=== hazard_sequencer ===
===== src/rtl/hazard_sequencer.sv =====
// Pipeline hazard sequencer: load-use stalls, taken-branch flushes and halt,
// with saturating event counters. Outputs are Mealy on state and inputs.
module hazard_sequencer #(
  parameter int unsigned CNT_W   = 16,
  parameter logic [5:0]  HALT_OP = 6'd63
) (
  input  logic             clk_i,
  input  logic             rst_ni,
  input  logic [5:0]       if_id_opcode_i,
  input  logic [4:0]       if_id_rs_i,
  input  logic [4:0]       if_id_rt_i,
  input  logic             id_ex_mem_read_i,
  input  logic [4:0]       id_ex_rt_i,
  input  logic             ex_branch_taken_i,
  output logic             pc_write_o,
  output logic             if_id_write_o,
  output logic             if_id_flush_o,
  output logic             id_ex_flush_o,
  output logic             halted_o,
  output logic [CNT_W-1:0] stall_count_o,
  output logic [CNT_W-1:0] flush_count_o
);

  typedef enum logic [1:0] {StRun, StStall, StFlush, StHalt} state_e;

  localparam logic [CNT_W-1:0] CntOne = {{(CNT_W-1){1'b0}}, 1'b1};

  state_e           state_q, state_d;
  logic [CNT_W-1:0] stall_cnt_q, stall_cnt_d;
  logic [CNT_W-1:0] flush_cnt_q, flush_cnt_d;

  logic rs_used, rt_used, load_use;
  logic stall_inc, flush_inc;

  always_comb begin
    rs_used = 1'b0;
    rt_used = 1'b0;
    case (if_id_opcode_i)
      6'd1, 6'd2, 6'd3, 6'd7, 6'd9, 6'd10: begin
        rs_used = 1'b1;
        rt_used = 1'b1;
      end
      6'd5, 6'd6: rs_used = 1'b1;
      default: ;
    endcase
    load_use = id_ex_mem_read_i && (id_ex_rt_i != 5'd0) &&
               ((rs_used && (id_ex_rt_i == if_id_rs_i)) ||
                (rt_used && (id_ex_rt_i == if_id_rt_i)));
  end

  always_comb begin
    state_d       = state_q;
    pc_write_o    = 1'b1;
    if_id_write_o = 1'b1;
    if_id_flush_o = 1'b0;
    id_ex_flush_o = 1'b0;
    halted_o      = 1'b0;
    stall_inc     = 1'b0;
    flush_inc     = 1'b0;

    if (state_q == StHalt) begin
      pc_write_o    = 1'b0;
      if_id_write_o = 1'b0;
      id_ex_flush_o = 1'b1;
      halted_o      = 1'b1;
    end else if (ex_branch_taken_i) begin
      // A taken branch outranks every other event, in any non-halt state.
      if_id_flush_o = 1'b1;
      id_ex_flush_o = 1'b1;
      flush_inc     = 1'b1;
      state_d       = StFlush;
    end else if (state_q == StRun) begin
      if (load_use) begin
        pc_write_o    = 1'b0;
        if_id_write_o = 1'b0;
        id_ex_flush_o = 1'b1;
        stall_inc     = 1'b1;
        state_d       = StStall;
      end else if (if_id_opcode_i == HALT_OP) begin
        pc_write_o    = 1'b0;
        if_id_write_o = 1'b0;
        id_ex_flush_o = 1'b1;
        state_d       = StHalt;
      end
    end else begin
      // STALL/FLUSH: ID content is stale or a bubble, so hazards are ignored.
      state_d = StRun;
    end

    if (!rst_ni) begin
      pc_write_o    = 1'b0;
      if_id_write_o = 1'b0;
      if_id_flush_o = 1'b1;
      id_ex_flush_o = 1'b1;
      halted_o      = 1'b0;
    end
  end

  always_comb begin
    stall_cnt_d = stall_cnt_q;
    flush_cnt_d = flush_cnt_q;
    if (stall_inc && (stall_cnt_q != '1)) stall_cnt_d = stall_cnt_q + CntOne;
    if (flush_inc && (flush_cnt_q != '1)) flush_cnt_d = flush_cnt_q + CntOne;
  end

  always_ff @(posedge clk_i or negedge rst_ni) begin
    if (!rst_ni) begin
      state_q     <= StRun;
      stall_cnt_q <= '0;
      flush_cnt_q <= '0;
    end else begin
      state_q     <= state_d;
      stall_cnt_q <= stall_cnt_d;
      flush_cnt_q <= flush_cnt_d;
    end
  end

  assign stall_count_o = stall_cnt_q;
  assign flush_count_o = flush_cnt_q;

endmodule

===== config.mk =====
export PLATFORM = sky130hd
export DESIGN_NAME = hazard_sequencer
export DESIGN_NICKNAME = d
export VERILOG_FILES = /design/src/rtl/hazard_sequencer.sv
export SDC_FILE = /design/constraint.sdc
export NUM_CORES = 1
export LEC_CHECK = 0
export CORE_MARGIN = 4
export CORE_UTILIZATION = 37
export DETAILED_ROUTE_END_ITERATION = 8
export PLACE_DENSITY = 0.66
export SLEW_MARGIN = 40
export SYNTH_ARGS = -nofsm -noshare
export SYNTH_HDL_FRONTEND = slang
export SYNTH_SLANG_ARGS = --single-unit

===== constraint.sdc =====
create_clock -name clk_i -period 4.3 [get_ports clk_i]
set_input_delay 0.645 -clock clk_i [delete_from_list [all_inputs] [get_ports clk_i]]
set_output_delay 0.645 -clock clk_i [all_outputs]
set_load 0.01 [all_outputs]

=== uart_rx_framer ===
===== config.mk =====
export PLATFORM = sky130hd
export DESIGN_NAME = uart_rx_framer
export DESIGN_NICKNAME = d
export VERILOG_FILES = /design/src/rtl/uart_rx_framer.sv
export SDC_FILE = /design/constraint.sdc
export NUM_CORES = 1
export LEC_CHECK = 0
export ABC_CLOCK_PERIOD_IN_PS = 2000
export CAP_MARGIN = 25
export CORE_AREA = 2 2 118 63
export CTS_CLUSTER_DIAMETER = 100
export CTS_CLUSTER_SIZE = 40
export DETAILED_ROUTE_END_ITERATION = 16
export DIE_AREA = 0 0 120 65
export GPL_TIMING_DRIVEN = 0
export HOLD_SLACK_MARGIN = 0.1
export PLACE_DENSITY = 0.55
export RECOVER_POWER = 50
export SLEW_MARGIN = 15
export SYNTH_ARGS = -nofsm -noshare
export SYNTH_HDL_FRONTEND = slang
export SYNTH_SLANG_ARGS = --single-unit

===== constraint.sdc =====
create_clock -name i_CLK -period 2 [get_ports i_CLK]
set_input_delay 0.6 -clock i_CLK [delete_from_list [all_inputs] [get_ports i_CLK]]
set_output_delay 0.6 -clock i_CLK [all_outputs]
set_load 0.01 [all_outputs]

===== src/rtl/uart_rx_framer.sv =====
`timescale 1ns/1ps
// UART receiver: majority-vote sampling, false-start rejection, framing/overrun pulses.
// Define UART_RX_PARITY_EN to add a parity bit (PARITY_ODD) and o_PARITY_ERR.
module uart_rx_framer #(
   parameter int unsigned CLKS_PER_BIT = 1250,
   parameter int unsigned SYNC_STAGES  = 3
`ifdef UART_RX_PARITY_EN
  ,parameter bit          PARITY_ODD   = 1'b0
`endif
) (
   input  logic       i_CLK,
   input  logic       i_RST,
   input  logic       i_RX,
   output logic [7:0] o_DATA,
   output logic       o_VALID,
   input  logic       i_READY,
   output logic       o_FRAME_ERR,
   output logic       o_OVERRUN,
`ifdef UART_RX_PARITY_EN
   output logic       o_PARITY_ERR,
`endif
   output logic       o_BUSY
);

   localparam logic [15:0] HALF_M1 = 16'(CLKS_PER_BIT / 2 - 1);
   localparam logic [15:0] FULL_M1 = 16'(CLKS_PER_BIT - 1);

`ifdef UART_RX_PARITY_EN
   typedef enum logic [2:0] {
      IDLE, START, DATA, PARITY, STOP, BREAK
   } state_t;
`else
   typedef enum logic [2:0] {
      IDLE, START, DATA, STOP, BREAK
   } state_t;
`endif

   state_t state_q, state_d;
   logic [SYNC_STAGES-1:0] sync_q, sync_d;
   logic [15:0] cnt_q, cnt_d;
   logic [2:0]  bidx_q, bidx_d;
   logic [7:0]  sh_q, sh_d;
   logic [7:0]  data_q, data_d;
   logic        valid_q, valid_d;
   logic        fe_q, fe_d;
   logic        ov_q, ov_d;
   logic        rx_prev_q, rx_prev_d;
`ifdef UART_RX_PARITY_EN
   logic        pe_q, pe_d;
   logic        par_bad_q, par_bad_d;
`endif

   logic rx_s, rx_m, ma, mb, mc;

   assign rx_s = sync_q[2];
   assign ma   = sync_q[SYNC_STAGES-1];
   assign mb   = sync_q[SYNC_STAGES-2];
   assign mc   = sync_q[SYNC_STAGES-3];
   assign rx_m = (ma & mb) | (ma & mc) | (mb & mc);

   always_comb begin
      sync_d    = {sync_q[SYNC_STAGES-2:0], i_RX};
      state_d   = state_q;
      cnt_d     = cnt_q + 16'd1;
      bidx_d    = bidx_q;
      sh_d      = sh_q;
      data_d    = data_q;
      valid_d   = valid_q;
      fe_d      = 1'b0;
      ov_d      = 1'b0;
      rx_prev_d = rx_s;
`ifdef UART_RX_PARITY_EN
      pe_d      = 1'b0;
      par_bad_d = par_bad_q;
`endif
      if (valid_q && i_READY) valid_d = 1'b0;
      unique case (state_q)
         IDLE: begin
            if (rx_prev_q && !rx_s) begin
               state_d = START;
               cnt_d   = '0;
            end
         end
         START: begin
            if (cnt_q == HALF_M1) begin
               cnt_d = '0;
               if (rx_m) begin
                  state_d = IDLE;
               end else begin
                  state_d = DATA;
                  bidx_d  = 3'd0;
`ifdef UART_RX_PARITY_EN
                  par_bad_d = 1'b0;
`endif
               end
            end
         end
         DATA: begin
            if (cnt_q == FULL_M1) begin
               cnt_d  = '0;
               sh_d   = {rx_m, sh_q[7:1]};
               bidx_d = bidx_q + 3'd1;
`ifdef UART_RX_PARITY_EN
               if (bidx_q == 3'd7) state_d = PARITY;
`else
               if (bidx_q == 3'd7) state_d = STOP;
`endif
            end
         end
`ifdef UART_RX_PARITY_EN
         PARITY: begin
            if (cnt_q == FULL_M1) begin
               cnt_d   = '0;
               state_d = STOP;
               if (rx_m != ((^sh_q) ^ PARITY_ODD)) begin
                  pe_d      = 1'b1;
                  par_bad_d = 1'b1;
               end
            end
         end
`endif
         STOP: begin
            if (cnt_q == FULL_M1) begin
               cnt_d   = '0;
               state_d = IDLE;
               if (!rx_m) begin
                  fe_d    = 1'b1;
                  state_d = BREAK;
`ifdef UART_RX_PARITY_EN
               end else if (!par_bad_q) begin
`else
               end else begin
`endif
                  // Idle here early so a start edge late in the stop bit is seen
                  if (!valid_q || i_READY) begin
                     data_d  = sh_q;
                     valid_d = 1'b1;
                  end else begin
                     ov_d = 1'b1;
                  end
               end
            end
         end
         BREAK: begin
            if (rx_s) begin
               state_d = IDLE;
               cnt_d   = '0;
            end
         end
         default: begin
            state_d = IDLE;
            cnt_d   = '0;
         end
      endcase
   end

   always_ff @(posedge i_CLK) begin
      if (i_RST) begin
         state_q   <= IDLE;
         sync_q    <= '1;
         cnt_q     <= '0;
         bidx_q    <= '0;
         sh_q      <= '0;
         data_q    <= '0;
         valid_q   <= 1'b0;
         fe_q      <= 1'b0;
         ov_q      <= 1'b0;
         rx_prev_q <= 1'b1;
`ifdef UART_RX_PARITY_EN
         pe_q      <= 1'b0;
         par_bad_q <= 1'b0;
`endif
      end else begin
         state_q   <= state_d;
         sync_q    <= sync_d;
         cnt_q     <= cnt_d;
         bidx_q    <= bidx_d;
         sh_q      <= sh_d;
         data_q    <= data_d;
         valid_q   <= valid_d;
         fe_q      <= fe_d;
         ov_q      <= ov_d;
         rx_prev_q <= rx_prev_d;
`ifdef UART_RX_PARITY_EN
         pe_q      <= pe_d;
         par_bad_q <= par_bad_d;
`endif
      end
   end

   assign o_DATA      = data_q;
   assign o_VALID     = valid_q;
   assign o_FRAME_ERR = fe_q;
   assign o_OVERRUN   = ov_q;
   assign o_BUSY      = (state_q != IDLE);
`ifdef UART_RX_PARITY_EN
   assign o_PARITY_ERR = pe_q;
`endif

endmodule


==> uart_rx_framer/layer_met3.png <==
Bar = 20 µm.
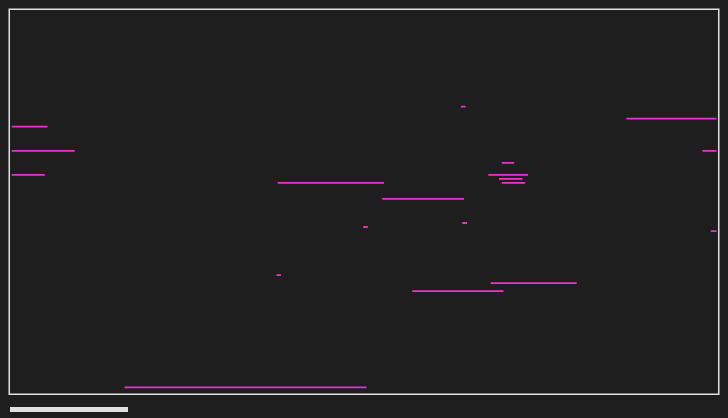
nets with wire on the layer: 14
longest straight run: 40.7 µm
main direction: horizontal
wire length on this layer: 157 µm

==> impl_metrics.csv, uart_rx_framer <==
group,metric,value,unit
run_status,outcome,"completed",
cts,cts_max_level,2,
critical_path,critical_path_cell_count,7,
hold_path,min_delay_path_depth,1,
synthesis,ys.flops,45,
critical_path,path_max_fanout,5,
power_and_ir_drop,switching_share,23.3,%
detailed_routing,dr.pass1.iters,4,
finish,largest_register_ffs,16,
power_and_ir_drop,p_int,1.59,mW
finish,utilization,35.8,%
final_timing,fin_crit_sh,94.9,%
finish,inv_count,6,
final_timing,worst_pin_slew,0.469,ns
power_and_ir_drop,finalPower,2.07,mW
finish,nonClkBufAreaFrac,7.74,%
placed_design,dpl.hpwl,2970,µm
finish,clk_share,6.98,%
critical_path,cp_slowest_cell,"dfxtp_1",
placed_design,place.gp.congestion,0.795,
cts,postCtsHoldBufs,0,
global_route,grt_pass1_wl,6730,µm
global_route,grt_pass1_vias,1258,
final_timing,fmax,527,MHz
final_timing,fin_ws,0.102,ns
## uart_rx_framer: synthesized netlist by cell type (all sizes together) (4+ instances only)
cell    count  area share, %
and3        4            1.3
and4        5            2.3
buf         4            2.0
dfxtp      45             44
ha          5            3.1
inv         6            1.1
mux2i      17            8.4
nand2       6            1.1
nand2b      5            1.5
nand3      10            2.5
nand4       4            2.0
nor2       37            7.2
or2         5            1.5
xnor2       5            2.1
xor2        9            3.9
## uart_rx_framer: cell families after synthesis
kind of cell / Yosys count / synth area share [%]
AND/OR/NAND/NOR: 92 / 26.3
flip-flops: 45 / 44.2
multiplexers: 18 / 9.09
AND-OR/OR-AND: 17 / 7.31
XOR/XNOR: 14 / 6.02
buffers and inverters: 12 / 3.50
adder cells (fa/ha/maj): 6 / 3.56
## uart_rx_framer: path summary, 6_finish.rpt
path	from	end	slack, ns
worst min-delay path	sync_q[1]	sync_q[2]	0.45
worst min register to register	sync_q[1]	sync_q[2]	0.45
worst max-delay path	cnt_q[1]	bidx_q[0]	0.10
worst max register to register	cnt_q[1]	bidx_q[0]	0.10
## uart_rx_framer: repair_timing
action	CTS	global route
pin swaps	0	2
buffers inserted	0	2
resized	2	2
endpoints found under the setup margin	1	18
==> hazard_sequencer/clocks.png <==
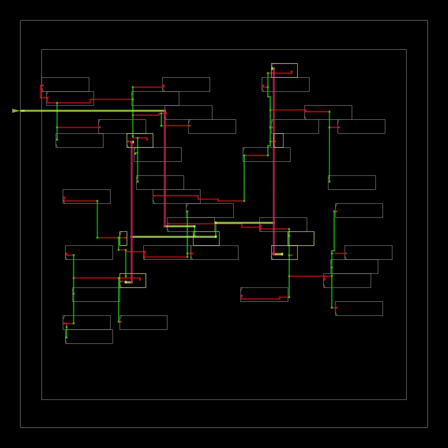
seq_cells: 34
CTS buffer count: 5

==> impl_metrics.csv, hazard_sequencer <==
group,metric,value,unit
critical_path,r2r_setup_slack,2.38,ns
critical_path,r2r_start,"flush_count_o[0]",
detailed_routing,met2WireLength,2110,µm
synthesis,ys_async_sr_fraction,100,%
finish,drive_above_1_share,8.66,%
global_route,grt_antenna_before_repair,0,
final_timing,finalSetupViolations,0,
finish,n_all_buffers,64,
final_timing,max-slew-margin-rel,74.4,%
die,core,4820,µm²
critical_path,cp.arrival,2.83,ns
critical_path,crit_chain,"clkdlybuf4s50_1, nand2_1, o41ai_2, nand4_1, a21oi_4, nor2_1, o311ai_0, clkdlybuf4s50_1",
detailed_routing,dr.pass1.iters,4,
synthesis,ys.flops,34,
detailed_routing,drc,0,
cts,cts_resized,0,
cts,clock_latency,0.29,ns
synthesis,edf_count,0,
detailed_routing,vias_per_cell,5.03,
die,rows,25,
synthesis,syn_avg_cell_area,10.1,µm²
finish,top_area_cell_class,"logic gates",
synthesis,yosys_cells,185,
placed_design,place.gp.congestion,0.812,
detailed_routing,routed.top_layer,"met4",
detailed_routing,wl_met3,207,µm
power_and_ir_drop,pwr_density_cell,315,nW/µm²
finish,inv_count,0,
global_route,grt_use_met2,24.8,%
flow_run,warnings,26,
critical_path,crit_top_cell,"clkdlybuf4s50_1",
run_status,outcome,"completed",
cts,clkSinkCount,34,
finish,area_growth,41.7,%
cts,cts_max_path_buffers,2,
cts,cts-root-buf,"clkbuf_8",
hazard_sequencer: power breakdown:
part           leakage, nW  total (mW)  switching [mW]  internal [mW]
Clock               0.0482       0.248           0.119          0.129
Sequential           0.461       0.395          0.0440          0.351
Combinational        0.523       0.191          0.0772          0.114
hazard_sequencer: kinds of logic after synthesis:
| group | Yosys count | share of synthesized area (%) |
|---|---|---|
| buf+inv | 3 | 1.27 |
| compound gates | 14 | 6.09 |
| xor+xnor | 39 | 18.3 |
| fa+ha+maj | 2 | 1.34 |
| flops | 34 | 45.5 |
| simple gates | 91 | 26.2 |
| mux | 2 | 1.40 |
hazard_sequencer: per-stage QoR:
| stage | util (%) | instance area [µm²] | std cells | setup slack, ns | hold slack (ns) |
|---|---|---|---|---|---|
| after detailed placement | 53.1 | 2560 | 313 | 0.869 | 0.483 |
| after global routing | 55.0 | 2650 | 321 | 0.759 | 0.237 |
| final | 55.0 | 2650 | 321 | 0.829 | 0.228 |
| after global placement | 53.1 | 2560 | 313 | 0.843 | 0.476 |
| after CTS | 55.0 | 2650 | 321 | 0.839 | 0.229 |
| after floorplan | - | 1870 | 185 | 1.73 | 0.349 |

=== if_fetch ===
## src/rtl/if_fetch.sv

```systemverilog
// ---------------------------------------------------------------------------
// if_fetch -- instruction-fetch stage behind the PC stage.
//
// Issues at most one outstanding instruction-memory request for the current
// fetch PC, buffers each returned word with its PC in a small FIFO, and hands
// {pc, instr, misalign} to decode over a valid/ready handshake. A misaligned
// PC produces a FIFO entry directly, without a memory access. A branch
// redirect flushes the FIFO and discards the response still in flight.
//
// Ports:
//   clk, rst                 clock (rising edge), asynchronous active-low reset
//   pc_in, taken_br          fetch PC and redirect from the PC stage
//   pc_hold                  PC stage must keep its PC next edge
//   imem_req_valid/ready     request handshake, imem_req_addr = fetch address
//   imem_rsp_valid/data      response word (cannot be back-pressured)
//   id_valid/ready           decode handshake
//   id_pc, id_instr          head entry PC and instruction word
//   id_misalign              head entry is a misaligned-fetch exception
// ---------------------------------------------------------------------------
module if_fetch #(
    parameter int unsigned XLEN       = 32,
    parameter int unsigned FIFO_DEPTH = 2
) (
    input  logic            clk,
    input  logic            rst,
    input  logic [XLEN-1:0] pc_in,
    input  logic            taken_br,
    output logic            pc_hold,
    output logic            imem_req_valid,
    input  logic            imem_req_ready,
    output logic [XLEN-1:0] imem_req_addr,
    input  logic            imem_rsp_valid,
    input  logic [31:0]     imem_rsp_data,
    output logic            id_valid,
    input  logic            id_ready,
    output logic [XLEN-1:0] id_pc,
    output logic [31:0]     id_instr,
    output logic            id_misalign
);

    localparam int unsigned PW = (FIFO_DEPTH > 1) ? $clog2(FIFO_DEPTH) : 1;
    localparam int unsigned CW = $clog2(FIFO_DEPTH + 1);

    typedef enum logic [1:0] {
        ST_RUN   = 2'd0,
        ST_WAIT  = 2'd1,
        ST_DRAIN = 2'd2
    } state_e;

    state_e          state_q, state_d;
    logic [XLEN-1:0] pend_pc_q, pend_pc_d;
    logic            active_q;
    logic [PW-1:0]   wr_ptr_q, wr_ptr_d;
    logic [PW-1:0]   rd_ptr_q, rd_ptr_d;
    logic [CW-1:0]   count_q, count_d;
    logic [XLEN-1:0] pc_mem_q    [FIFO_DEPTH];
    logic [XLEN-1:0] pc_mem_d    [FIFO_DEPTH];
    logic [31:0]     instr_mem_q [FIFO_DEPTH];
    logic [31:0]     instr_mem_d [FIFO_DEPTH];
    logic            mis_mem_q   [FIFO_DEPTH];
    logic            mis_mem_d   [FIFO_DEPTH];

    logic issue_ok, req_fire, mis_push, rsp_push, push, pop;

    // active_q keeps the request/hold outputs at their reset values during
    // reset and for the first cycle after release, since both depend on inputs.
    assign issue_ok = active_q && (state_q == ST_RUN) &&
                      (count_q < CW'(FIFO_DEPTH)) && !taken_br;
    assign imem_req_valid = issue_ok && (pc_in[1:0] == 2'b00);
    assign imem_req_addr  = pc_in;
    assign req_fire       = imem_req_valid && imem_req_ready;
    assign mis_push       = issue_ok && (pc_in[1:0] != 2'b00);
    assign rsp_push       = (state_q == ST_WAIT) && imem_rsp_valid && !taken_br;
    assign push           = mis_push || rsp_push;
    assign pop            = id_valid && id_ready;

    assign pc_hold     = !(active_q && (req_fire || mis_push || taken_br));
    assign id_valid    = (count_q != '0);
    assign id_pc       = pc_mem_q[rd_ptr_q];
    assign id_instr    = instr_mem_q[rd_ptr_q];
    assign id_misalign = mis_mem_q[rd_ptr_q];

    always_comb begin
        state_d     = state_q;
        pend_pc_d   = pend_pc_q;
        wr_ptr_d    = wr_ptr_q;
        rd_ptr_d    = rd_ptr_q;
        count_d     = count_q;
        pc_mem_d    = pc_mem_q;
        instr_mem_d = instr_mem_q;
        mis_mem_d   = mis_mem_q;

        if (push) begin
            pc_mem_d[wr_ptr_q]    = mis_push ? pc_in : pend_pc_q;
            instr_mem_d[wr_ptr_q] = mis_push ? 32'h0 : imem_rsp_data;
            mis_mem_d[wr_ptr_q]   = mis_push;
        end

        // Flush wins over push and pop.
        if (taken_br) begin
            wr_ptr_d = '0;
            rd_ptr_d = '0;
            count_d  = '0;
        end else begin
            if (push) wr_ptr_d = wr_ptr_q + PW'(1);
            if (pop)  rd_ptr_d = rd_ptr_q + PW'(1);
            case ({push, pop})
                2'b10:   count_d = count_q + CW'(1);
                2'b01:   count_d = count_q - CW'(1);
                default: count_d = count_q;
            endcase
        end

        case (state_q)
            ST_RUN: begin
                if (req_fire) begin
                    pend_pc_d = pc_in;
                    state_d   = ST_WAIT;
                end
            end
            ST_WAIT: begin
                if (imem_rsp_valid)  state_d = ST_RUN;
                else if (taken_br)   state_d = ST_DRAIN;
            end
            ST_DRAIN: begin
                if (imem_rsp_valid)  state_d = ST_RUN;
            end
            default: state_d = ST_RUN;
        endcase
    end

    always_ff @(posedge clk or negedge rst) begin
        if (!rst) begin
            state_q   <= ST_RUN;
            pend_pc_q <= '0;
            active_q  <= 1'b0;
            wr_ptr_q  <= '0;
            rd_ptr_q  <= '0;
            count_q   <= '0;
            for (int unsigned i = 0; i < FIFO_DEPTH; i++) begin
                pc_mem_q[i]    <= '0;
                instr_mem_q[i] <= '0;
                mis_mem_q[i]   <= 1'b0;
            end
        end else begin
            state_q     <= state_d;
            pend_pc_q   <= pend_pc_d;
            active_q    <= 1'b1;
            wr_ptr_q    <= wr_ptr_d;
            rd_ptr_q    <= rd_ptr_d;
            count_q     <= count_d;
            pc_mem_q    <= pc_mem_d;
            instr_mem_q <= instr_mem_d;
            mis_mem_q   <= mis_mem_d;
        end
    end

endmodule

```

## config.mk

```make
export PLATFORM = sky130hd
export DESIGN_NAME = if_fetch
export DESIGN_NICKNAME = d
export VERILOG_FILES = /design/src/rtl/if_fetch.sv
export SDC_FILE = /design/constraint.sdc
export NUM_CORES = 1
export LEC_CHECK = 0
export CAP_MARGIN = 0
export CORE_ASPECT_RATIO = 1.25
export CORE_UTILIZATION = 35
export CTS_BUF_LIST = sky130_fd_sc_hd__clkbuf_4 sky130_fd_sc_hd__clkbuf_8
export CTS_CLUSTER_DIAMETER = 200
export CTS_CLUSTER_SIZE = 8
export DETAILED_ROUTE_END_ITERATION = 6
export GPL_ROUTABILITY_DRIVEN = 0
export PLACE_DENSITY = 0.65
export SLEW_MARGIN = 20
export SYNTH_ARGS = -nofsm -noshare
export SYNTH_HDL_FRONTEND = slang
export SYNTH_SLANG_ARGS = --single-unit
```

## constraint.sdc

```tcl
create_clock -name clk -period 2.4 [get_ports clk]
set_input_delay 0.24 -clock clk [delete_from_list [all_inputs] [get_ports clk]]
set_output_delay 0.24 -clock clk [all_outputs]
set_load 0.02 [all_outputs]
```

=== i2s_dac_tx ===
==> src/rtl/audio_pkg.sv <==
// rtl/audio_pkg.sv - shared audio widths, transmitter FSM states and sample type
package audio_pkg;

  localparam int SAMPLE_W  = 16;
  localparam int SLOT_BITS = 32;

  typedef enum logic [1:0] {
    IDLE  = 2'd0,
    LEFT  = 2'd1,
    RIGHT = 2'd2
  } tx_state_e;

  typedef logic signed [SAMPLE_W-1:0] sample_t;

endpackage

==> src/rtl/i2s_clk_gen.sv <==
// rtl/i2s_clk_gen.sv - divides CLK into the I2S bit clock and flags each BCLK falling edge
module i2s_clk_gen #(
  parameter int CLK_DIV = 8
) (
  input  logic clk_i,
  input  logic rst_i,
  output logic bclk_o,
  output logic fall_o
);

  localparam logic [7:0] TC = 8'(CLK_DIV - 1);

  logic [7:0] cnt_q, cnt_d;
  logic       bclk_q, bclk_d;
  logic       tc;

  assign tc = (cnt_q == TC);

  always_comb begin
    cnt_d  = cnt_q + 8'd1;
    bclk_d = bclk_q;
    if (tc) begin
      cnt_d  = 8'd0;
      bclk_d = ~bclk_q;
    end
  end

  always_ff @(posedge clk_i or posedge rst_i) begin
    if (rst_i) begin
      cnt_q  <= 8'd0;
      bclk_q <= 1'b0;
    end else begin
      cnt_q  <= cnt_d;
      bclk_q <= bclk_d;
    end
  end

  // High in the cycle whose clock edge drives BCLK low, so slot logic updates with the fall.
  assign fall_o = tc && bclk_q;
  assign bclk_o = bclk_q;

endmodule

==> src/rtl/i2s_dac_tx.sv <==
// rtl/i2s_dac_tx.sv - I2S stereo DAC transmitter: sample buffering, slot FSM and serial shifter
module i2s_dac_tx #(
  parameter int CLK_DIV   = 8,
  parameter int SAMPLE_W  = audio_pkg::SAMPLE_W,
  parameter int SLOT_BITS = audio_pkg::SLOT_BITS
) (
  input  logic                CLK,
  input  logic                RST,
  input  logic [SAMPLE_W-1:0] leftSampleIn,
  input  logic [SAMPLE_W-1:0] rightSampleIn,
  input  logic                sampleValid,
  output logic                sampleReq,
  output logic                underrun,
  output logic                AUD_BCLK,
  output logic                AUD_DACLRCK,
  output logic                AUD_DACDAT
);

  localparam int             IDX_W    = $clog2(SLOT_BITS);
  localparam logic [IDX_W-1:0] LAST_IDX = IDX_W'(SLOT_BITS - 1);

  audio_pkg::tx_state_e state_q;
  logic [IDX_W-1:0]     idx_q;
  logic [SAMPLE_W-1:0]  hold_l_q, hold_r_q;
  logic [SAMPLE_W-1:0]  frame_l_q, frame_r_q;
  logic [SAMPLE_W-1:0]  shift_q;
  logic                 fresh_q;
  logic                 lrck_q, dat_q, req_q, ur_q;
  logic                 bclk, fall, load;

  i2s_clk_gen #(
    .CLK_DIV(CLK_DIV)
  ) u_clk_gen (
    .clk_i (CLK),
    .rst_i (RST),
    .bclk_o(bclk),
    .fall_o(fall)
  );

  assign load = fall && ((state_q == audio_pkg::IDLE) ||
                         ((state_q == audio_pkg::RIGHT) && (idx_q == LAST_IDX)));

  // A strobe in the load cycle still lands in holding and counts for the next frame.
  always_ff @(posedge CLK or posedge RST) begin
    if (RST) begin
      hold_l_q <= '0;
      hold_r_q <= '0;
      fresh_q  <= 1'b0;
    end else if (sampleValid) begin
      hold_l_q <= leftSampleIn;
      hold_r_q <= rightSampleIn;
      fresh_q  <= 1'b1;
    end else if (load) begin
      fresh_q  <= 1'b0;
    end
  end

  always_ff @(posedge CLK or posedge RST) begin
    if (RST) begin
      state_q   <= audio_pkg::IDLE;
      idx_q     <= '0;
      frame_l_q <= '0;
      frame_r_q <= '0;
      shift_q   <= '0;
      lrck_q    <= 1'b0;
      dat_q     <= 1'b0;
      req_q     <= 1'b0;
      ur_q      <= 1'b0;
    end else begin
      req_q <= load;
      ur_q  <= load && !fresh_q;
      if (load) begin
        frame_l_q <= hold_l_q;
        frame_r_q <= hold_r_q;
      end
      if (fall) begin
        case (state_q)
          audio_pkg::IDLE: begin
            state_q <= audio_pkg::LEFT;
            idx_q   <= '0;
            lrck_q  <= 1'b0;
            dat_q   <= 1'b0;
            shift_q <= hold_l_q;
          end
          audio_pkg::LEFT, audio_pkg::RIGHT: begin
            if (idx_q == LAST_IDX) begin
              idx_q <= '0;
              dat_q <= 1'b0;
              if (state_q == audio_pkg::LEFT) begin
                state_q <= audio_pkg::RIGHT;
                lrck_q  <= 1'b1;
                shift_q <= frame_r_q;
              end else begin
                state_q <= audio_pkg::LEFT;
                lrck_q  <= 1'b0;
                shift_q <= hold_l_q;
              end
            end else begin
              // Once the sample is shifted out the register is all zeros, which pads the slot.
              idx_q   <= idx_q + 1'b1;
              dat_q   <= shift_q[SAMPLE_W-1];
              shift_q <= shift_q << 1;
            end
          end
          default: state_q <= audio_pkg::IDLE;
        endcase
      end
    end
  end

  assign sampleReq   = req_q;
  assign underrun    = ur_q;
  assign AUD_BCLK    = bclk;
  assign AUD_DACLRCK = lrck_q;
  assign AUD_DACDAT  = dat_q;

endmodule

==> config.mk <==
export PLATFORM = sky130hd
export DESIGN_NAME = i2s_dac_tx
export DESIGN_NICKNAME = d
export VERILOG_FILES = /design/src/rtl/audio_pkg.sv /design/src/rtl/i2s_clk_gen.sv /design/src/rtl/i2s_dac_tx.sv
export SDC_FILE = /design/constraint.sdc
export NUM_CORES = 1
export LEC_CHECK = 0
export CAP_MARGIN = 0
export CORE_MARGIN = 2
export CORE_UTILIZATION = 55
export DETAILED_ROUTE_END_ITERATION = 12
export PLACE_DENSITY = 0.78
export RECOVER_POWER = 100
export REMOVE_ABC_BUFFERS = 1
export SETUP_SLACK_MARGIN = 0.15
export SLEW_MARGIN = 20
export SYNTH_ARGS = -nofsm -noshare
export SYNTH_HDL_FRONTEND = slang
export SYNTH_SLANG_ARGS = --single-unit
==> constraint.sdc <==
create_clock -name CLK -period 3.8 [get_ports CLK]
set_input_delay 0.57 -clock CLK [delete_from_list [all_inputs] [get_ports CLK]]
set_output_delay 0.57 -clock CLK [all_outputs]
set_load 0.03 [all_outputs]
=== poly_mod_add_pipe ===
==> src/rtl/kyber_pkg.sv <==
// Shared Kyber ring constants and the coefficient type used by the polynomial
// arithmetic blocks.
package kyber_pkg;

    localparam int KYBER_DATA_WID = 12;
    localparam int KYBER_Q        = 3329;
    localparam int KYBER_N_COEFF  = 256;

    typedef logic [KYBER_DATA_WID-1:0] coeff_t;

    function automatic int beats_per_poly(input int n_coeff, input int lanes);
        return n_coeff / lanes;
    endfunction

endpackage

==> src/rtl/mod_add_lane.sv <==
// One lane of modular add/subtract: the unreduced first-stage sum and the
// single conditional subtraction applied to the registered sum.
module mod_add_lane
    import kyber_pkg::*;
#(
    parameter int DATA_WID = KYBER_DATA_WID,
    parameter int Q        = KYBER_Q
) (
    input  logic [DATA_WID-1:0] a,
    input  logic [DATA_WID-1:0] b,
    input  logic                mode_sub,
    output logic [DATA_WID:0]   raw,
    input  logic [DATA_WID:0]   raw_reg,
    output logic [DATA_WID-1:0] result
);

    localparam logic [DATA_WID:0] Q_EXT = (DATA_WID+1)'(Q);

    // Adding Q before subtracting b keeps the intermediate non-negative for
    // in-range operands, so one conditional subtraction fully reduces it.
    function automatic logic [DATA_WID:0] raw_sum(
        input logic [DATA_WID-1:0] x,
        input logic [DATA_WID-1:0] y,
        input logic                sub
    );
        if (sub) begin
            return {1'b0, x} + Q_EXT - {1'b0, y};
        end
        return {1'b0, x} + {1'b0, y};
    endfunction

    function automatic logic [DATA_WID-1:0] reduce_once(input logic [DATA_WID:0] r);
        logic signed [DATA_WID+1:0] diff;
        diff = $signed({1'b0, r}) - $signed({1'b0, Q_EXT});
        return diff[DATA_WID+1] ? DATA_WID'(r) : DATA_WID'(diff);
    endfunction

    always_comb begin
        raw    = raw_sum(a, b, mode_sub);
        result = reduce_once(raw_reg);
    end

endmodule

==> src/rtl/poly_mod_add_pipe.sv <==
// Two-stage pipelined coefficient-wise add/subtract mod Q over LANES lanes,
// with valid/ready flow control, per-polynomial last marker and range flag.
module poly_mod_add_pipe
    import kyber_pkg::*;
#(
    parameter int DATA_WID = KYBER_DATA_WID,
    parameter int Q        = KYBER_Q,
    parameter int LANES    = 4,
    parameter int N_COEFF  = KYBER_N_COEFF
) (
    input  logic                      clk,
    input  logic                      rst_n,
    input  logic                      in_valid,
    output logic                      in_ready,
    input  logic                      mode_sub,
    input  logic [LANES*DATA_WID-1:0] in_a,
    input  logic [LANES*DATA_WID-1:0] in_b,
    output logic                      out_valid,
    input  logic                      out_ready,
    output logic [LANES*DATA_WID-1:0] out_sum,
    output logic                      out_last,
    output logic                      range_err
);

    localparam int BEATS = beats_per_poly(N_COEFF, LANES);
    localparam int CNT_W = (BEATS > 1) ? $clog2(BEATS) : 1;
    localparam logic [CNT_W-1:0] LAST_CNT = CNT_W'(BEATS - 1);
    localparam logic [DATA_WID-1:0] Q_C = DATA_WID'(Q);
    localparam int RAW_W = DATA_WID + 1;

    logic                      en;
    logic                      vld_p1;
    logic                      vld_p2;
    logic [LANES*RAW_W-1:0]    raw_c;
    logic [LANES*RAW_W-1:0]    raw_p1;
    logic [LANES*DATA_WID-1:0] res_c;
    logic [LANES*DATA_WID-1:0] sum_p2;
    logic [CNT_W-1:0]          beat_cnt;
    logic                      err_q;
    logic                      bad_beat;

    function automatic logic any_out_of_range(
        input logic [LANES*DATA_WID-1:0] va,
        input logic [LANES*DATA_WID-1:0] vb
    );
        logic bad;
        bad = 1'b0;
        for (int i = 0; i < LANES; i++) begin
            if (va[i*DATA_WID +: DATA_WID] >= Q_C || vb[i*DATA_WID +: DATA_WID] >= Q_C) begin
                bad = 1'b1;
            end
        end
        return bad;
    endfunction

    for (genvar i = 0; i < LANES; i++) begin : g_lane
        mod_add_lane #(
            .DATA_WID (DATA_WID),
            .Q        (Q)
        ) u_lane (
            .a        (in_a[i*DATA_WID +: DATA_WID]),
            .b        (in_b[i*DATA_WID +: DATA_WID]),
            .mode_sub (mode_sub),
            .raw      (raw_c[i*RAW_W +: RAW_W]),
            .raw_reg  (raw_p1[i*RAW_W +: RAW_W]),
            .result   (res_c[i*DATA_WID +: DATA_WID])
        );
    end

    // A stalled output freezes the whole pipe; ready depends only on state
    // and out_ready, never on in_valid.
    always_comb begin
        en       = !vld_p2 || out_ready;
        in_ready = en;
        bad_beat = any_out_of_range(in_a, in_b);
    end

    // Stage p1: unreduced sums; bubbles overwrite whatever was held
    always_ff @(posedge clk) begin
        if (en) begin
            raw_p1 <= raw_c;
        end
    end

    always_ff @(posedge clk or negedge rst_n) begin
        if (!rst_n) begin
            vld_p1 <= 1'b0;
        end else if (en) begin
            vld_p1 <= in_valid;
        end
    end

    // Stage p2: reduced results presented downstream
    always_ff @(posedge clk or negedge rst_n) begin
        if (!rst_n) begin
            vld_p2 <= 1'b0;
            sum_p2 <= '0;
        end else if (en) begin
            vld_p2 <= vld_p1;
            sum_p2 <= res_c;
        end
    end

    always_ff @(posedge clk or negedge rst_n) begin
        if (!rst_n) begin
            beat_cnt <= '0;
        end else if (vld_p2 && out_ready) begin
            beat_cnt <= (beat_cnt == LAST_CNT) ? '0 : beat_cnt + CNT_W'(1);
        end
    end

    always_ff @(posedge clk or negedge rst_n) begin
        if (!rst_n) begin
            err_q <= 1'b0;
        end else if (in_valid && en && bad_beat) begin
            err_q <= 1'b1;
        end
    end

    assign out_valid = vld_p2;
    assign out_sum   = sum_p2;
    assign out_last  = vld_p2 && (beat_cnt == LAST_CNT);
    assign range_err = err_q;

endmodule
==> config.mk <==
export PLATFORM = sky130hd
export DESIGN_NAME = poly_mod_add_pipe
export DESIGN_NICKNAME = d
export VERILOG_FILES = /design/src/rtl/kyber_pkg.sv /design/src/rtl/mod_add_lane.sv /design/src/rtl/poly_mod_add_pipe.sv
export SDC_FILE = /design/constraint.sdc
export NUM_CORES = 1
export LEC_CHECK = 0
export ABC_AREA = 1
export CAP_MARGIN = 10
export CORE_ASPECT_RATIO = 1.2
export CORE_UTILIZATION = 57
export DETAILED_ROUTE_END_ITERATION = 12
export PLACE_DENSITY = 0.82
export SYNTH_ARGS = -nofsm -noshare
export SYNTH_HDL_FRONTEND = slang
export SYNTH_SLANG_ARGS = --single-unit
==> constraint.sdc <==
create_clock -name clk -period 1.9 [get_ports clk]
set_input_delay 0.285 -clock clk [delete_from_list [all_inputs] [get_ports clk]]
set_output_delay 0.285 -clock clk [all_outputs]
set_load 0.03 [all_outputs]
=== seg595_monitor ===
==> config.mk <==
export PLATFORM = sky130hd
export DESIGN_NAME = seg595_monitor
export DESIGN_NICKNAME = d
export VERILOG_FILES = /design/src/rtl/seg595_monitor.sv
export SDC_FILE = /design/constraint.sdc
export NUM_CORES = 1
export LEC_CHECK = 0
export CAP_MARGIN = 20
export CORE_UTILIZATION = 56
export CTS_BUF_LIST = sky130_fd_sc_hd__clkbuf_4 sky130_fd_sc_hd__clkbuf_8
export DETAILED_ROUTE_END_ITERATION = 10
export PLACE_DENSITY = 0.82
export SYNTH_ARGS = -nofsm -noshare
export SYNTH_HDL_FRONTEND = slang
export SYNTH_SLANG_ARGS = --single-unit
export TNS_END_PERCENT = 10
==> constraint.sdc <==
create_clock -name clk -period 2.95 [get_ports clk]
set_input_delay 0.4425 -clock clk [delete_from_list [all_inputs] [get_ports clk]]
set_output_delay 0.4425 -clock clk [all_outputs]
set_load 0.01 [all_outputs]
==> src/rtl/seg595_monitor.sv <==
// Receive-side shadow of a two-chip 74HC595 display chain: deserializes 16-bit
// frames from the SCK/SER/RCK stream and keeps the decoded contents of eight digits.
module seg595_monitor #(
    parameter int SYNC_STAGES  = 2,
    parameter int IDLE_TIMEOUT = 120000
) (
    input  logic        clk,
    input  logic        rst_n,
    input  logic        sck_in,
    input  logic        ser_in,
    input  logic        rck_in,
    output logic [15:0] frame_data,
    output logic        frame_valid,
    output logic        frame_err,
    output logic [39:0] digit_code,
    output logic [7:0]  digit_dot,
    output logic [7:0]  digit_seen,
    output logic        stale
);

    localparam int            IW         = $clog2(IDLE_TIMEOUT + 1);
    localparam logic [IW-1:0] IDLE_MAX   = IW'(IDLE_TIMEOUT);
    localparam logic [4:0]    CNT_MAX    = 5'd31;
    localparam logic [4:0]    CNT_FULL   = 5'd16;
    localparam logic [4:0]    CODE_BLANK = 5'd16;

    logic [SYNC_STAGES-1:0] sck_sync_q;
    logic [SYNC_STAGES-1:0] ser_sync_q;
    logic [SYNC_STAGES-1:0] rck_sync_q;
    logic                   sck_prev_q;
    logic                   rck_prev_q;
    logic                   sck_rise_q;
    logic                   rck_rise_q;
    logic                   ser_q;

    logic [15:0]   shift_q, shift_d;
    logic [15:0]   frame_q, frame_d;
    logic [4:0]    cnt_q, cnt_d;
    logic [39:0]   code_q, code_d;
    logic [7:0]    dot_q, dot_d;
    logic [7:0]    seen_q, seen_d;
    logic          valid_q, valid_d;
    logic          err_q, err_d;
    logic [IW-1:0] idle_q, idle_d;
    logic          stale_q, stale_d;

    logic [7:0] sel_low;
    logic       sel_onehot;
    logic       accept;
    logic [4:0] seg_code;

    function automatic logic [4:0] decode_seg(input logic [6:0] lit);
        logic [4:0] code;
        case (lit)
            7'h3F:   code = 5'd0;
            7'h06:   code = 5'd1;
            7'h5B:   code = 5'd2;
            7'h4F:   code = 5'd3;
            7'h66:   code = 5'd4;
            7'h6D:   code = 5'd5;
            7'h7D:   code = 5'd6;
            7'h07:   code = 5'd7;
            7'h7F:   code = 5'd8;
            7'h6F:   code = 5'd9;
            7'h40:   code = 5'd12;
            7'h79:   code = 5'd15;
            7'h00:   code = 5'd16;
            7'h50:   code = 5'd17;
            default: code = 5'd31;
        endcase
        return code;
    endfunction

    // Synchronizers plus a registered rising-edge flag; SER is delayed alongside
    // so it lines up with the SCK edge it belongs to.
    always_ff @(posedge clk) begin
        if (!rst_n) begin
            sck_sync_q <= '0;
            ser_sync_q <= '0;
            rck_sync_q <= '0;
            sck_prev_q <= 1'b0;
            rck_prev_q <= 1'b0;
            sck_rise_q <= 1'b0;
            rck_rise_q <= 1'b0;
            ser_q      <= 1'b0;
        end else begin
            sck_sync_q <= {sck_sync_q[SYNC_STAGES-2:0], sck_in};
            ser_sync_q <= {ser_sync_q[SYNC_STAGES-2:0], ser_in};
            rck_sync_q <= {rck_sync_q[SYNC_STAGES-2:0], rck_in};
            sck_prev_q <= sck_sync_q[SYNC_STAGES-1];
            rck_prev_q <= rck_sync_q[SYNC_STAGES-1];
            sck_rise_q <= sck_sync_q[SYNC_STAGES-1] & ~sck_prev_q;
            rck_rise_q <= rck_sync_q[SYNC_STAGES-1] & ~rck_prev_q;
            ser_q      <= ser_sync_q[SYNC_STAGES-1];
        end
    end

    assign sel_low    = ~shift_q[15:8];
    assign sel_onehot = (sel_low != 8'd0) && ((sel_low & (sel_low - 8'd1)) == 8'd0);
    assign accept     = rck_rise_q && (cnt_q >= CNT_FULL) && sel_onehot;
    assign seg_code   = decode_seg(~shift_q[6:0]);

    always_comb begin
        shift_d = shift_q;
        frame_d = frame_q;
        cnt_d   = cnt_q;
        code_d  = code_q;
        dot_d   = dot_q;
        seen_d  = seen_q;
        valid_d = accept;
        err_d   = rck_rise_q && !accept;
        idle_d  = idle_q;
        stale_d = stale_q;

        // Latch sees the pre-shift contents, matching a 595 with tied clocks.
        if (rck_rise_q) begin
            frame_d = shift_q;
        end
        if (sck_rise_q) begin
            shift_d = {shift_q[14:0], ser_q};
        end

        if (rck_rise_q) begin
            cnt_d = sck_rise_q ? 5'd1 : 5'd0;
        end else if (sck_rise_q && (cnt_q != CNT_MAX)) begin
            cnt_d = cnt_q + 5'd1;
        end

        for (int i = 0; i < 8; i++) begin
            if (accept && sel_low[i]) begin
                code_d[5*i +: 5] = seg_code;
                dot_d[i]         = ~shift_q[7];
                seen_d[i]        = 1'b1;
            end
        end

        if (accept) begin
            idle_d  = '0;
            stale_d = 1'b0;
        end else begin
            if (idle_q != IDLE_MAX) begin
                idle_d = idle_q + IW'(1);
            end
            if (idle_d == IDLE_MAX) begin
                stale_d = 1'b1;
            end
        end
    end

    always_ff @(posedge clk) begin
        if (!rst_n) begin
            shift_q <= 16'hFFFF;
            frame_q <= 16'hFFFF;
            cnt_q   <= 5'd0;
            code_q  <= {8{CODE_BLANK}};
            dot_q   <= 8'd0;
            seen_q  <= 8'd0;
            valid_q <= 1'b0;
            err_q   <= 1'b0;
            idle_q  <= '0;
            stale_q <= 1'b0;
        end else begin
            shift_q <= shift_d;
            frame_q <= frame_d;
            cnt_q   <= cnt_d;
            code_q  <= code_d;
            dot_q   <= dot_d;
            seen_q  <= seen_d;
            valid_q <= valid_d;
            err_q   <= err_d;
            idle_q  <= idle_d;
            stale_q <= stale_d;
        end
    end

    assign frame_data  = frame_q;
    assign frame_valid = valid_q;
    assign frame_err   = err_q;
    assign digit_code  = code_q;
    assign digit_dot   = dot_q;
    assign digit_seen  = seen_q;
    assign stale       = stale_q;

endmodule

==> poly_mod_add_pipe/clocks.png <==
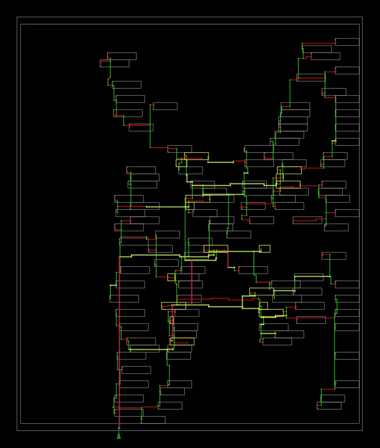
clk_skew: 0.0110 ns
Num Clock Sinks: 109
Clock group: 1.86 mW
clk latency late pin: 0.36 ns

==> impl_metrics.csv, poly_mod_add_pipe <==
group,metric,value,unit
power_and_ir_drop,finalPower,12.4,mW
synthesis,xor_share,2.05,%
global_route,overflow,0,
die,die_area,20800,µm²
finish,regMostFlops,"raw_p1",
critical_path,startpoint_type,"primary input",
run_status,violations,"negative setup slack",
finish,largest_register_ffs,52,
cts,cts_buffers,9,
synthesis,synth_top_area_share,15.9,%
final_timing,worst_pin_slew,0.527,ns
critical_path,critical_path_cell_count,10,
global_route,grt_pass1_vias,13300,
synthesis,logic_family,"simple AND/OR/NAND/NOR gates",
finish,comb_cells,1343,
cts,cts_max_level,3,
finish,clk_share,1.65,%
critical_path,crit_chain,"dlygate4sd2_1, buf_4, ha_1, buf_4, a21oi_1, nor2_1, o21bai_1, nand4_1, nand3_1, nand2_1",
synthesis,syn_area,11500,µm²
detailed_routing,vias,13800,
finish,utilization,87.2,%
critical_path,cp.buffers_inverters,3,
placed_design,io_buffers,152,
global_route,grt_pass1_wl,60200,µm
cts,cts_tree,"yes",
critical_path,r2r_start,"raw_p1[48]",
detailed_routing,ant_nets,0,
finish,drive_above_1_share,28.2,%
detailed_routing,drt-total-wl,40600,µm
finish,seq_cells,109,
synthesis,flop_cell,"dfrtp_1",
detailed_routing,drc,0,
detailed_routing,drt_iter0_markers,1332,
synthesis,ys_async_sr_fraction,52.3,%
cts,clk_pin_slew_worst_paths,0.08,ns
critical_path,rr_worst_depth,8,
synthesis,yosysChipArea,11500,µm²
final_timing,fin_ws,-0.0275,ns
final_timing,tns,-0.0275,ns
power_and_ir_drop,power.static_leakage,8.56,nW
critical_path,end_kind,"flop",
final_timing,finalSetupViolations,1,
run_status,outcome,"finished with violations",
critical_path,cp.arrival,2.02,ns
die,fp_util,58.5,%
==> poly_mod_add_pipe: cells in the mapped netlist, drive strengths merged (18+ instances only) <==
library cell    n
nand2         490
inv           245
nor2          175
nand3         173
ha            145
o21ai         114
a21oi         109
dfrtp          57
edfxtp         52
nand4          22
nor3           18
xor2           18
==> poly_mod_add_pipe: per-layer routing <==
metal	up-vias	wire [µm]
li1	6415	-
met1	6350	14700
met2	766	20900
met3	225	2710
met4	0	2290
met5	-	0
==> poly_mod_add_pipe: worst min path at each step <==
stage	cells after the start	to	slack (ns)
final	2	out_sum[33]	0.42
after global placement	1	out_sum[35]	0.26
after floorplan	0	beat_cnt[0]	-0.01
after global routing	2	out_sum[35]	0.45
after CTS	2	out_sum[35]	0.42
after detailed placement	1	out_sum[33]	0.26
==> poly_mod_add_pipe: power by group <==
| part | total (mW) | switching [mW] | leakage, nW | internal, mW |
|---|---|---|---|---|
| Sequential | 3.59 | 0.430 | 1.21 | 3.16 |
| Combinational | 6.96 | 3.99 | 7.22 | 2.97 |
| Clock | 1.86 | 0.945 | 0.133 | 0.918 |
| Total | 12.4 | 5.36 | 8.56 | 7.05 |
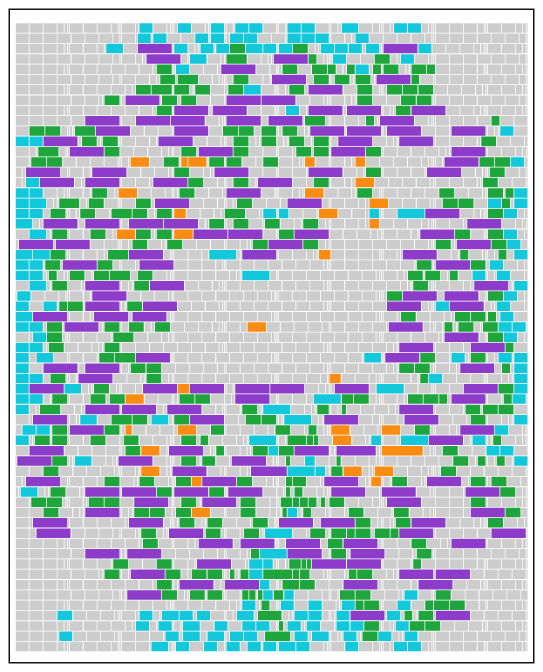
(if_fetch/placement_by_type.png)
Fill, decap, tap and diode cells in gray.
| class | color | cells | share of their area |
|---|---|---|---|
| combinational and other logic | green | 330 | 34% |
| other buffers and delay cells | cyan | 193 | 21% |
| clock drivers and dummy loads | orange | 32 | 3.8% |
| flops | purple | 169 | 42% |

==> impl_metrics.csv, if_fetch <==
group,metric,value,unit
synthesis,yosys_cells,562,
synthesis,syn_inst,562,
cts,cts_max_path_buffers,2,
critical_path,r2r_setup_slack,0.37,ns
finish,mostFrequentLayoutCell,"mux2_2",
finish,comb_area,3430,µm²
placed_design,dpl_worst_slack,0.121,ns
run_status,outcome,"completed",
detailed_routing,vias_per_cell,4.84,
final_timing,hold_viol_final,0,
final_timing,maxSlewViolCount,0,
final_timing,finalClockSkew,0.00947,ns
global_route,met3_usage,3.21,%
placed_design,place_inst,969,
cts,postCtsHoldBufs,1,
detailed_routing,wl_met1,6980,µm
detailed_routing,post_drt_wl_per_cell,17.1,µm
detailed_routing,routed.top_layer,"met4",
synthesis,syn_area,8090,µm²
flow_run,warnings,26,
cts,cts_buffers,17,
detailed_routing,drc,0,
power_and_ir_drop,finalPower,9.09,mW
placed_design,io_buffers,169,
finish,fillers,1971,
==> if_fetch: final cells by class <==
cell class | count | area share, %
sequential | 169 | 40.3
timing repair buffer | 193 | 19.9
clock buffer | 23 | 2.83
clock inverter | 9 | 0.857
multi-input combinational | 328 | 32.7
inverter | 2 | 0.0714
tap | 283 | 3.37
==> if_fetch: report_power, final <==
group	switching [mW]	internal (mW)	total, mW	leakage, nW
registers	0.395	3.66	4.05	2.13
logic	1.30	1.80	3.09	2.57
clock network	1.00	0.945	1.95	0.197
total	2.70	6.40	9.09	4.90
==> if_fetch: cells by family after synthesis <==
kind of cell,share of synthesized area [%]
mux,36.0
flops,52.2
buf+inv,5.55
simple gates,4.90
compound gates,1.02
xor+xnor,0.216
other cells,0.0463
==> if_fetch: critical path: stages, from the launching register on <==
cell and delay, ns:
dfrtp_4 0.49, buf_12 0.21, mux2_2 0.37, clkdlybuf4s50_1 0.55
==> if_fetch: path summary, 6_finish.rpt <==
path | to | depth (start not counted)
setup / recovery | id_instr[28] | 3
hold / removal | state_q[1] | 2
setup reg to reg | pc_mem_q[49] | 6
hold reg to reg | mis_mem_q[0] | 1
max in group asynchronous | pc_mem_q[32] | 3
min in group asynchronous | pend_pc_q[3] | 2
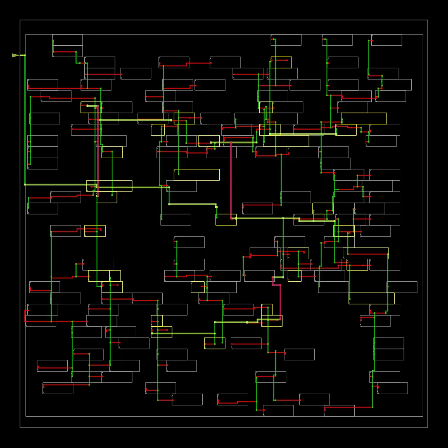
(seg595_monitor/clocks.png)
seq_cells: 124
clk latency late pin: 0.43 ns

==> seg595_monitor/metal_density.png <==
Bar = 20 µm. 20 x 20 tiles, from dark blue (low) to red (high), scaled to the fullest tile. Values are wire area over tile area, all layers added.
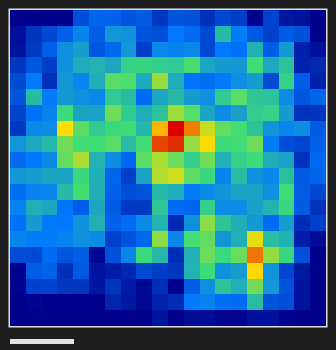
emptiest ninth of the die: bottom left
tiles over half the peak: 13%
densest ninth of the die: middle
mean over tiles: 0.20
nearly empty tiles: 9.5%
fullest tile: 0.70

==> impl_metrics.csv, seg595_monitor <==
group,metric,value,unit
synthesis,top_cell,"dfxtp_1",
synthesis,ys_seq_share,47.4,%
power_and_ir_drop,pwr_density_cell,555,nW/µm²
cts,cts_buffers,17,
cts,clkSinkCount,124,
finish,comb_area,2510,µm²
synthesis,topCellsByArea,"dfxtp_1, mux2i_1, nor2_1",
critical_path,cp_slowest_cell,"or3_1",
finish,n_clock_buffer,19,
hold_path,hold_path_class,"reg2reg",
cts,post_cts_buffers,0,
final_timing,maxSlewViolCount,0,
critical_path,crit_chain,"and4_4, a21oi_1, or3_1, a211oi_4, nor2_1, a211oi_1",
final_timing,min_period,2.57,ns
hold_path,min_delay_path_depth,1,
die,tapCellCount,108,
final_timing,fin_crit_sh,87.1,%
power_and_ir_drop,power.static_leakage,2.27,nW
finish,design_area,6550,µm²
detailed_routing,drt-total-wl,12100,µm
synthesis,ys.flops,124,
finish,comb_area_share,38.4,%
run_status,outcome,"completed",
placed_design,place.gp.congestion,0.847,
final_timing,worst_pin_slew,0.838,ns
placed_design,io_buffers,79,
finish,clk_share,7.62,%
finish,fillers,655,
synthesis,synth_top_area_share,47.4,%
synthesis,top_area_cell,"dfxtp_1",
final_timing,holdWs,0.382,ns
detailed_routing,dr.pass1.iters,5,
die,die_h,98.7,µm
finish,regArea,2480,µm²
critical_path,critPathLaunch,"shift_q[9]",
synthesis,syn_avg_cell_area,9.13,µm²
detailed_routing,met2WireLength,6160,µm
flow_run,drv_cap,0,
==> seg595_monitor: power by group <==
group / internal [mW] / switching [mW]
logic: 0.0371 / 0.0664
registers: 1.68 / 0.0140
clock network: 1.14 / 0.691
total: 2.86 / 0.772
==> seg595_monitor: cell usage in the layout, fill, tap and decap left out, types with 10 or more instances in the layout <==
cell type,synthesis,layout
nor3_1,37,37
a21oi_1,27,27
nor2_1,78,78
clkbuf_8,0,19
a211oi_1,12,12
buf_4,1,13
clkdlybuf4s50_1,0,79
nor2b_1,10,10
nand2_1,51,51
o21ai_0,19,19
mux2i_1,40,40
xnor2_1,13,13
and2_1,10,10
dfxtp_1,124,124
==> seg595_monitor: cell families (layout without fill, tap and decap cells) <==
family / count (synthesis) / count (layout) / synth area share, %
muxes: 40 / 40 / 7.65
DFF: 124 / 124 / 47.4
buffers and inverters: 51 / 133 / 4.50
AOI/OAI and AO/OA: 90 / 90 / 12.6
and+or+nand+nor: 241 / 241 / 23.0
xor gates and xnor gates: 22 / 22 / 3.68
adders and majority gates: 5 / 5 / 1.15
==> i2s_dac_tx/clocks.png <==
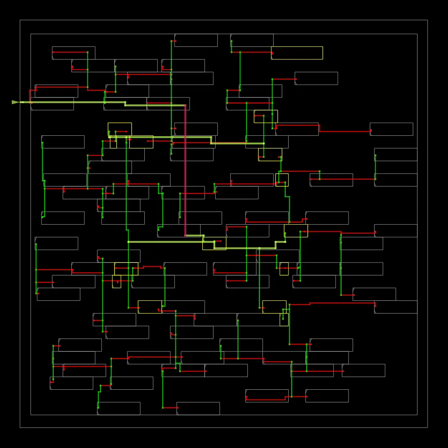
CTS buffer count: 9
CLK BUF: 10
clk_skew: 0.00626 ns
Num Clock Sinks: 85

==> i2s_dac_tx/metal_density.png <==
Bar = 20 µm. 17 x 17 tiles, from dark blue (low) to red (high), scaled to the fullest tile. Values are wire area over tile area, all layers added.
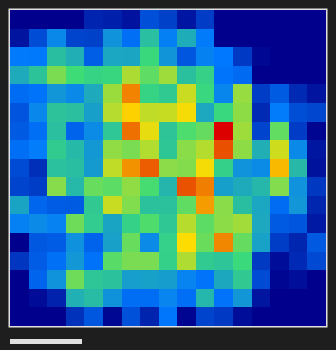
emptiest ninth of the die: top right
fullest tile: 0.43
mean over tiles: 0.14
densest ninth of the die: middle
nearly empty tiles: 14%
tiles over half the peak: 23%

==> impl_metrics.csv, i2s_dac_tx <==
group,metric,value,unit
cts,postCtsHoldBufs,0,
finish,fillers,526,
finish,final_cells,420,
final_timing,rsz0062_at_grt,"no",
hold_path,hold_end,"underrun",
detailed_routing,met2WireLength,3370,µm
die,ios,40,
synthesis,ys_warn_count,0,
final_timing,hold_viol_final,0,
final_timing,maxSlewViolCount,87,
placed_design,dpl.hpwl,4530,µm
finish,n_all_buffers,45,
detailed_routing,wl_met1,3130,µm
run_status,violations,"max-capacitance violations, max-slew violations",
critical_path,cp.required,4.03,ns
global_route,use_met1,27.8,%
die,fp_util,56.5,%
hold_path,min_delay_path_depth,1,
finish,comb_area,1470,µm²
critical_path,rr_worst_depth,6,
finish,regArea,2130,µm²
die,core,6760,µm²
flow_run,drv_cap,2,
detailed_routing,drt_iter0_markers,180,
run_status,outcome,"finished with violations",
critical_path,worst-setup-path-type,"reg2reg",
-- i2s_dac_tx: sequential cells by signal, summed over array words and instances (netlist names), 2 cells and up --
| register | cells |
|---|---|
| hold_l_q | 16 |
| hold_r_q | 16 |
| u_clk_gen.cnt_q | 8 |
| idx_q | 5 |
| state_q | 2 |
| shift_q | 16 |
| frame_r_q | 16 |
-- i2s_dac_tx: critical path, cell delays in order, from the launching register on --
cell	delay [ns]
dfrtp_1	0.38
inv_1	0.10
ha_1	0.70
nor2b_1	0.56
clkbuf_1	0.53
a211oi_1	0.12
o32ai_1	0.31
-- i2s_dac_tx: cell families (layout without fill, tap and decap cells) --
family          count (synthesis)  in the layout  share of synthesized area, %
compound gates                 56             56                          10.5
xor+xnor                        7              7                          1.61
fa+ha+maj                       8              8                          2.62
buf+inv                        44             83                          5.05
flops                          85             85                          55.7
mux                            56             56                          17.1
simple gates                   45             45                          7.44
-- i2s_dac_tx: power by group --
part	switching (mW)	internal [mW]	total, mW
Sequential	0.0334	0.971	1.00
Combinational	0.0553	0.0906	0.146
Clock	0.303	0.297	0.600
Total	0.392	1.36	1.75


==> notes/layouts.md <==
Pictures saved along the way, in no particular order.

M1 wires.
Plate I
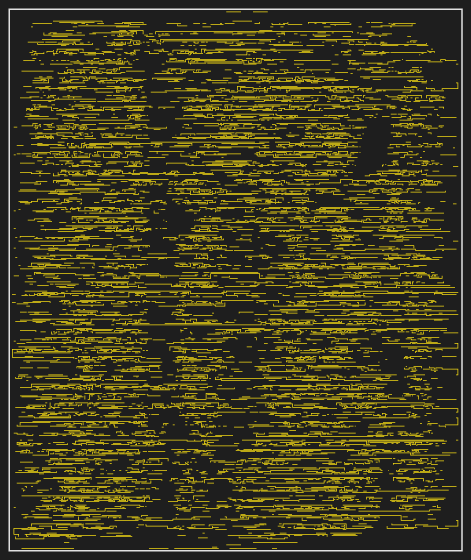
Plate II
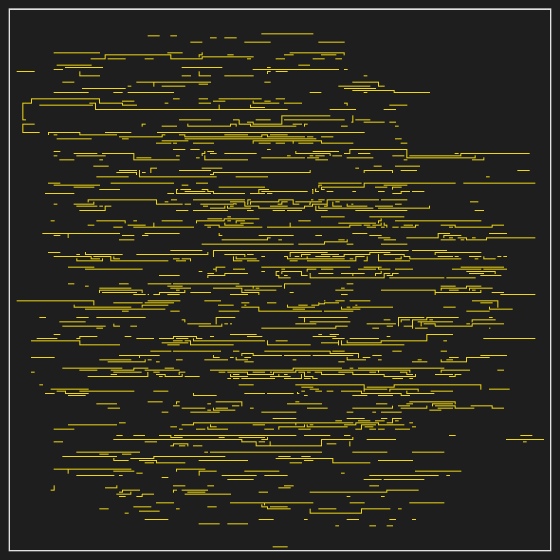
Plate III
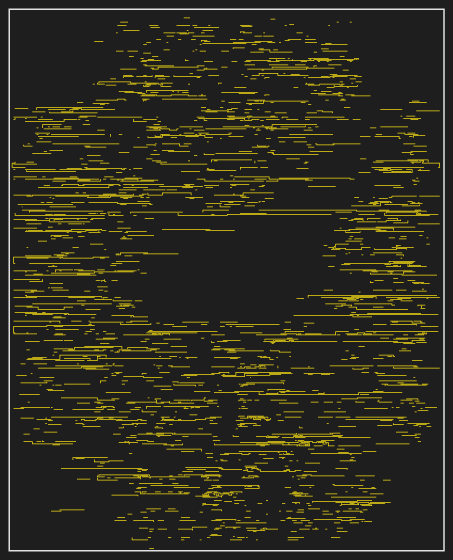
Plate IV
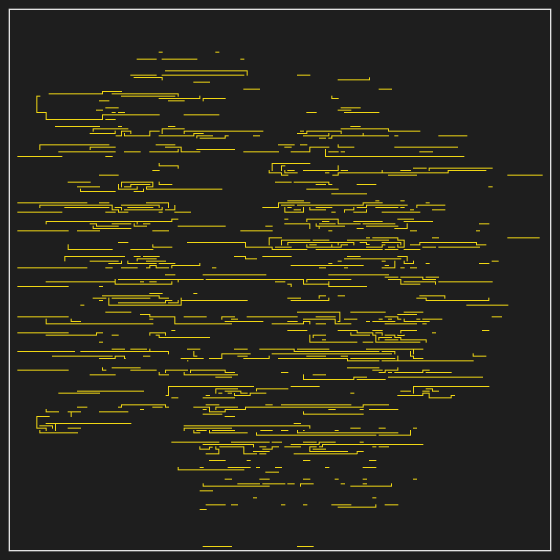
Plate V
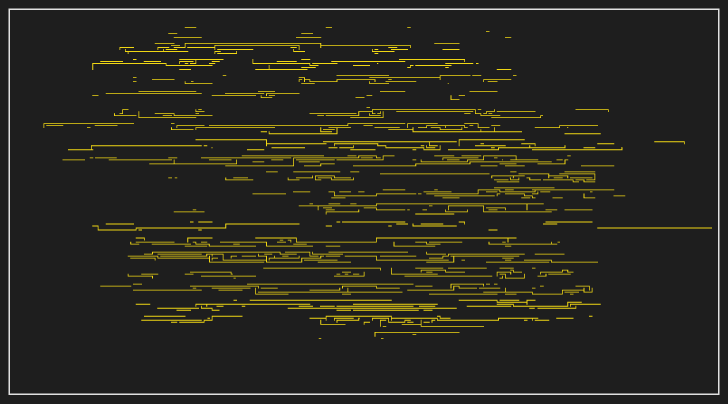
Plate VI
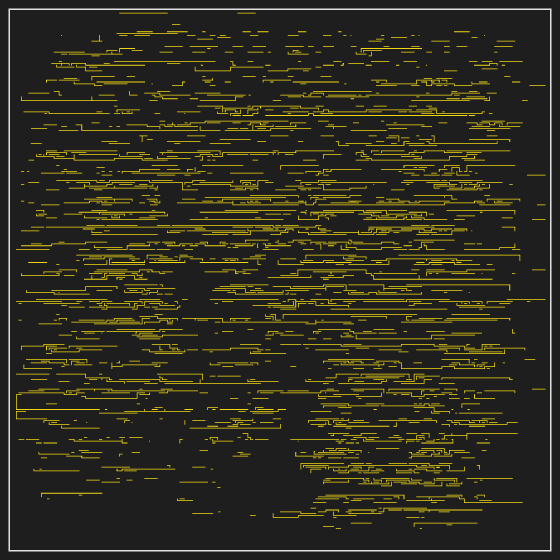
| picture | from |
|---|---|
| Plate I | poly_mod_add_pipe |
| Plate V | uart_rx_framer |
| Plate III | if_fetch |
| Plate II | i2s_dac_tx |
| Plate IV | hazard_sequencer |
| Plate VI | seg595_monitor |


==> layout pictures side by side <==
Wiring heat map.
image #1
Bar = 50 µm. 28 x 34 tiles, from dark blue (low) to red (high), scaled to the fullest tile. Values are wire area over tile area, all layers added.
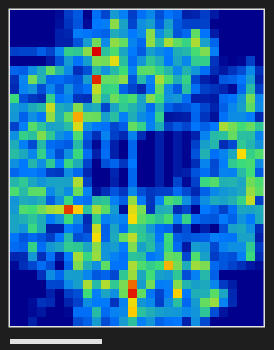
image #2
Bar = 20 µm. 16 x 16 tiles, from dark blue (low) to red (high), scaled to the fullest tile. Values are wire area over tile area, all layers added.
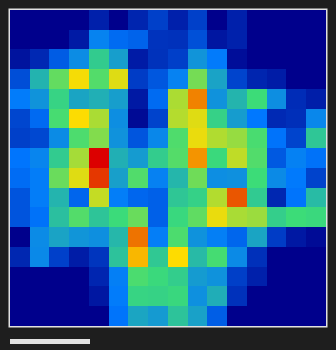
image #3
Bar = 20 µm. 24 x 13 tiles, from dark blue (low) to red (high), scaled to the fullest tile. Values are wire area over tile area, all layers added.
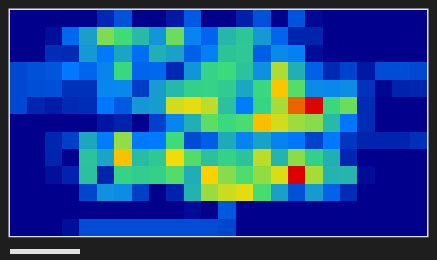
image #4
Bar = 50 µm. 26 x 32 tiles, from dark blue (low) to red (high), scaled to the fullest tile. Values are wire area over tile area, all layers added.
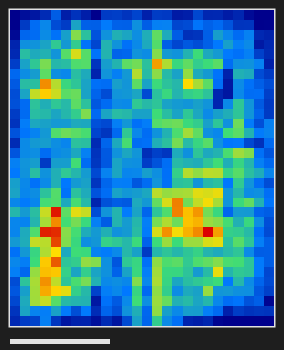
poly_mod_add_pipe is image #4.
if_fetch is image #1.
uart_rx_framer is image #3.
hazard_sequencer is image #2.
- smallest die: image #2

Power and IR drop assume default switching activity.
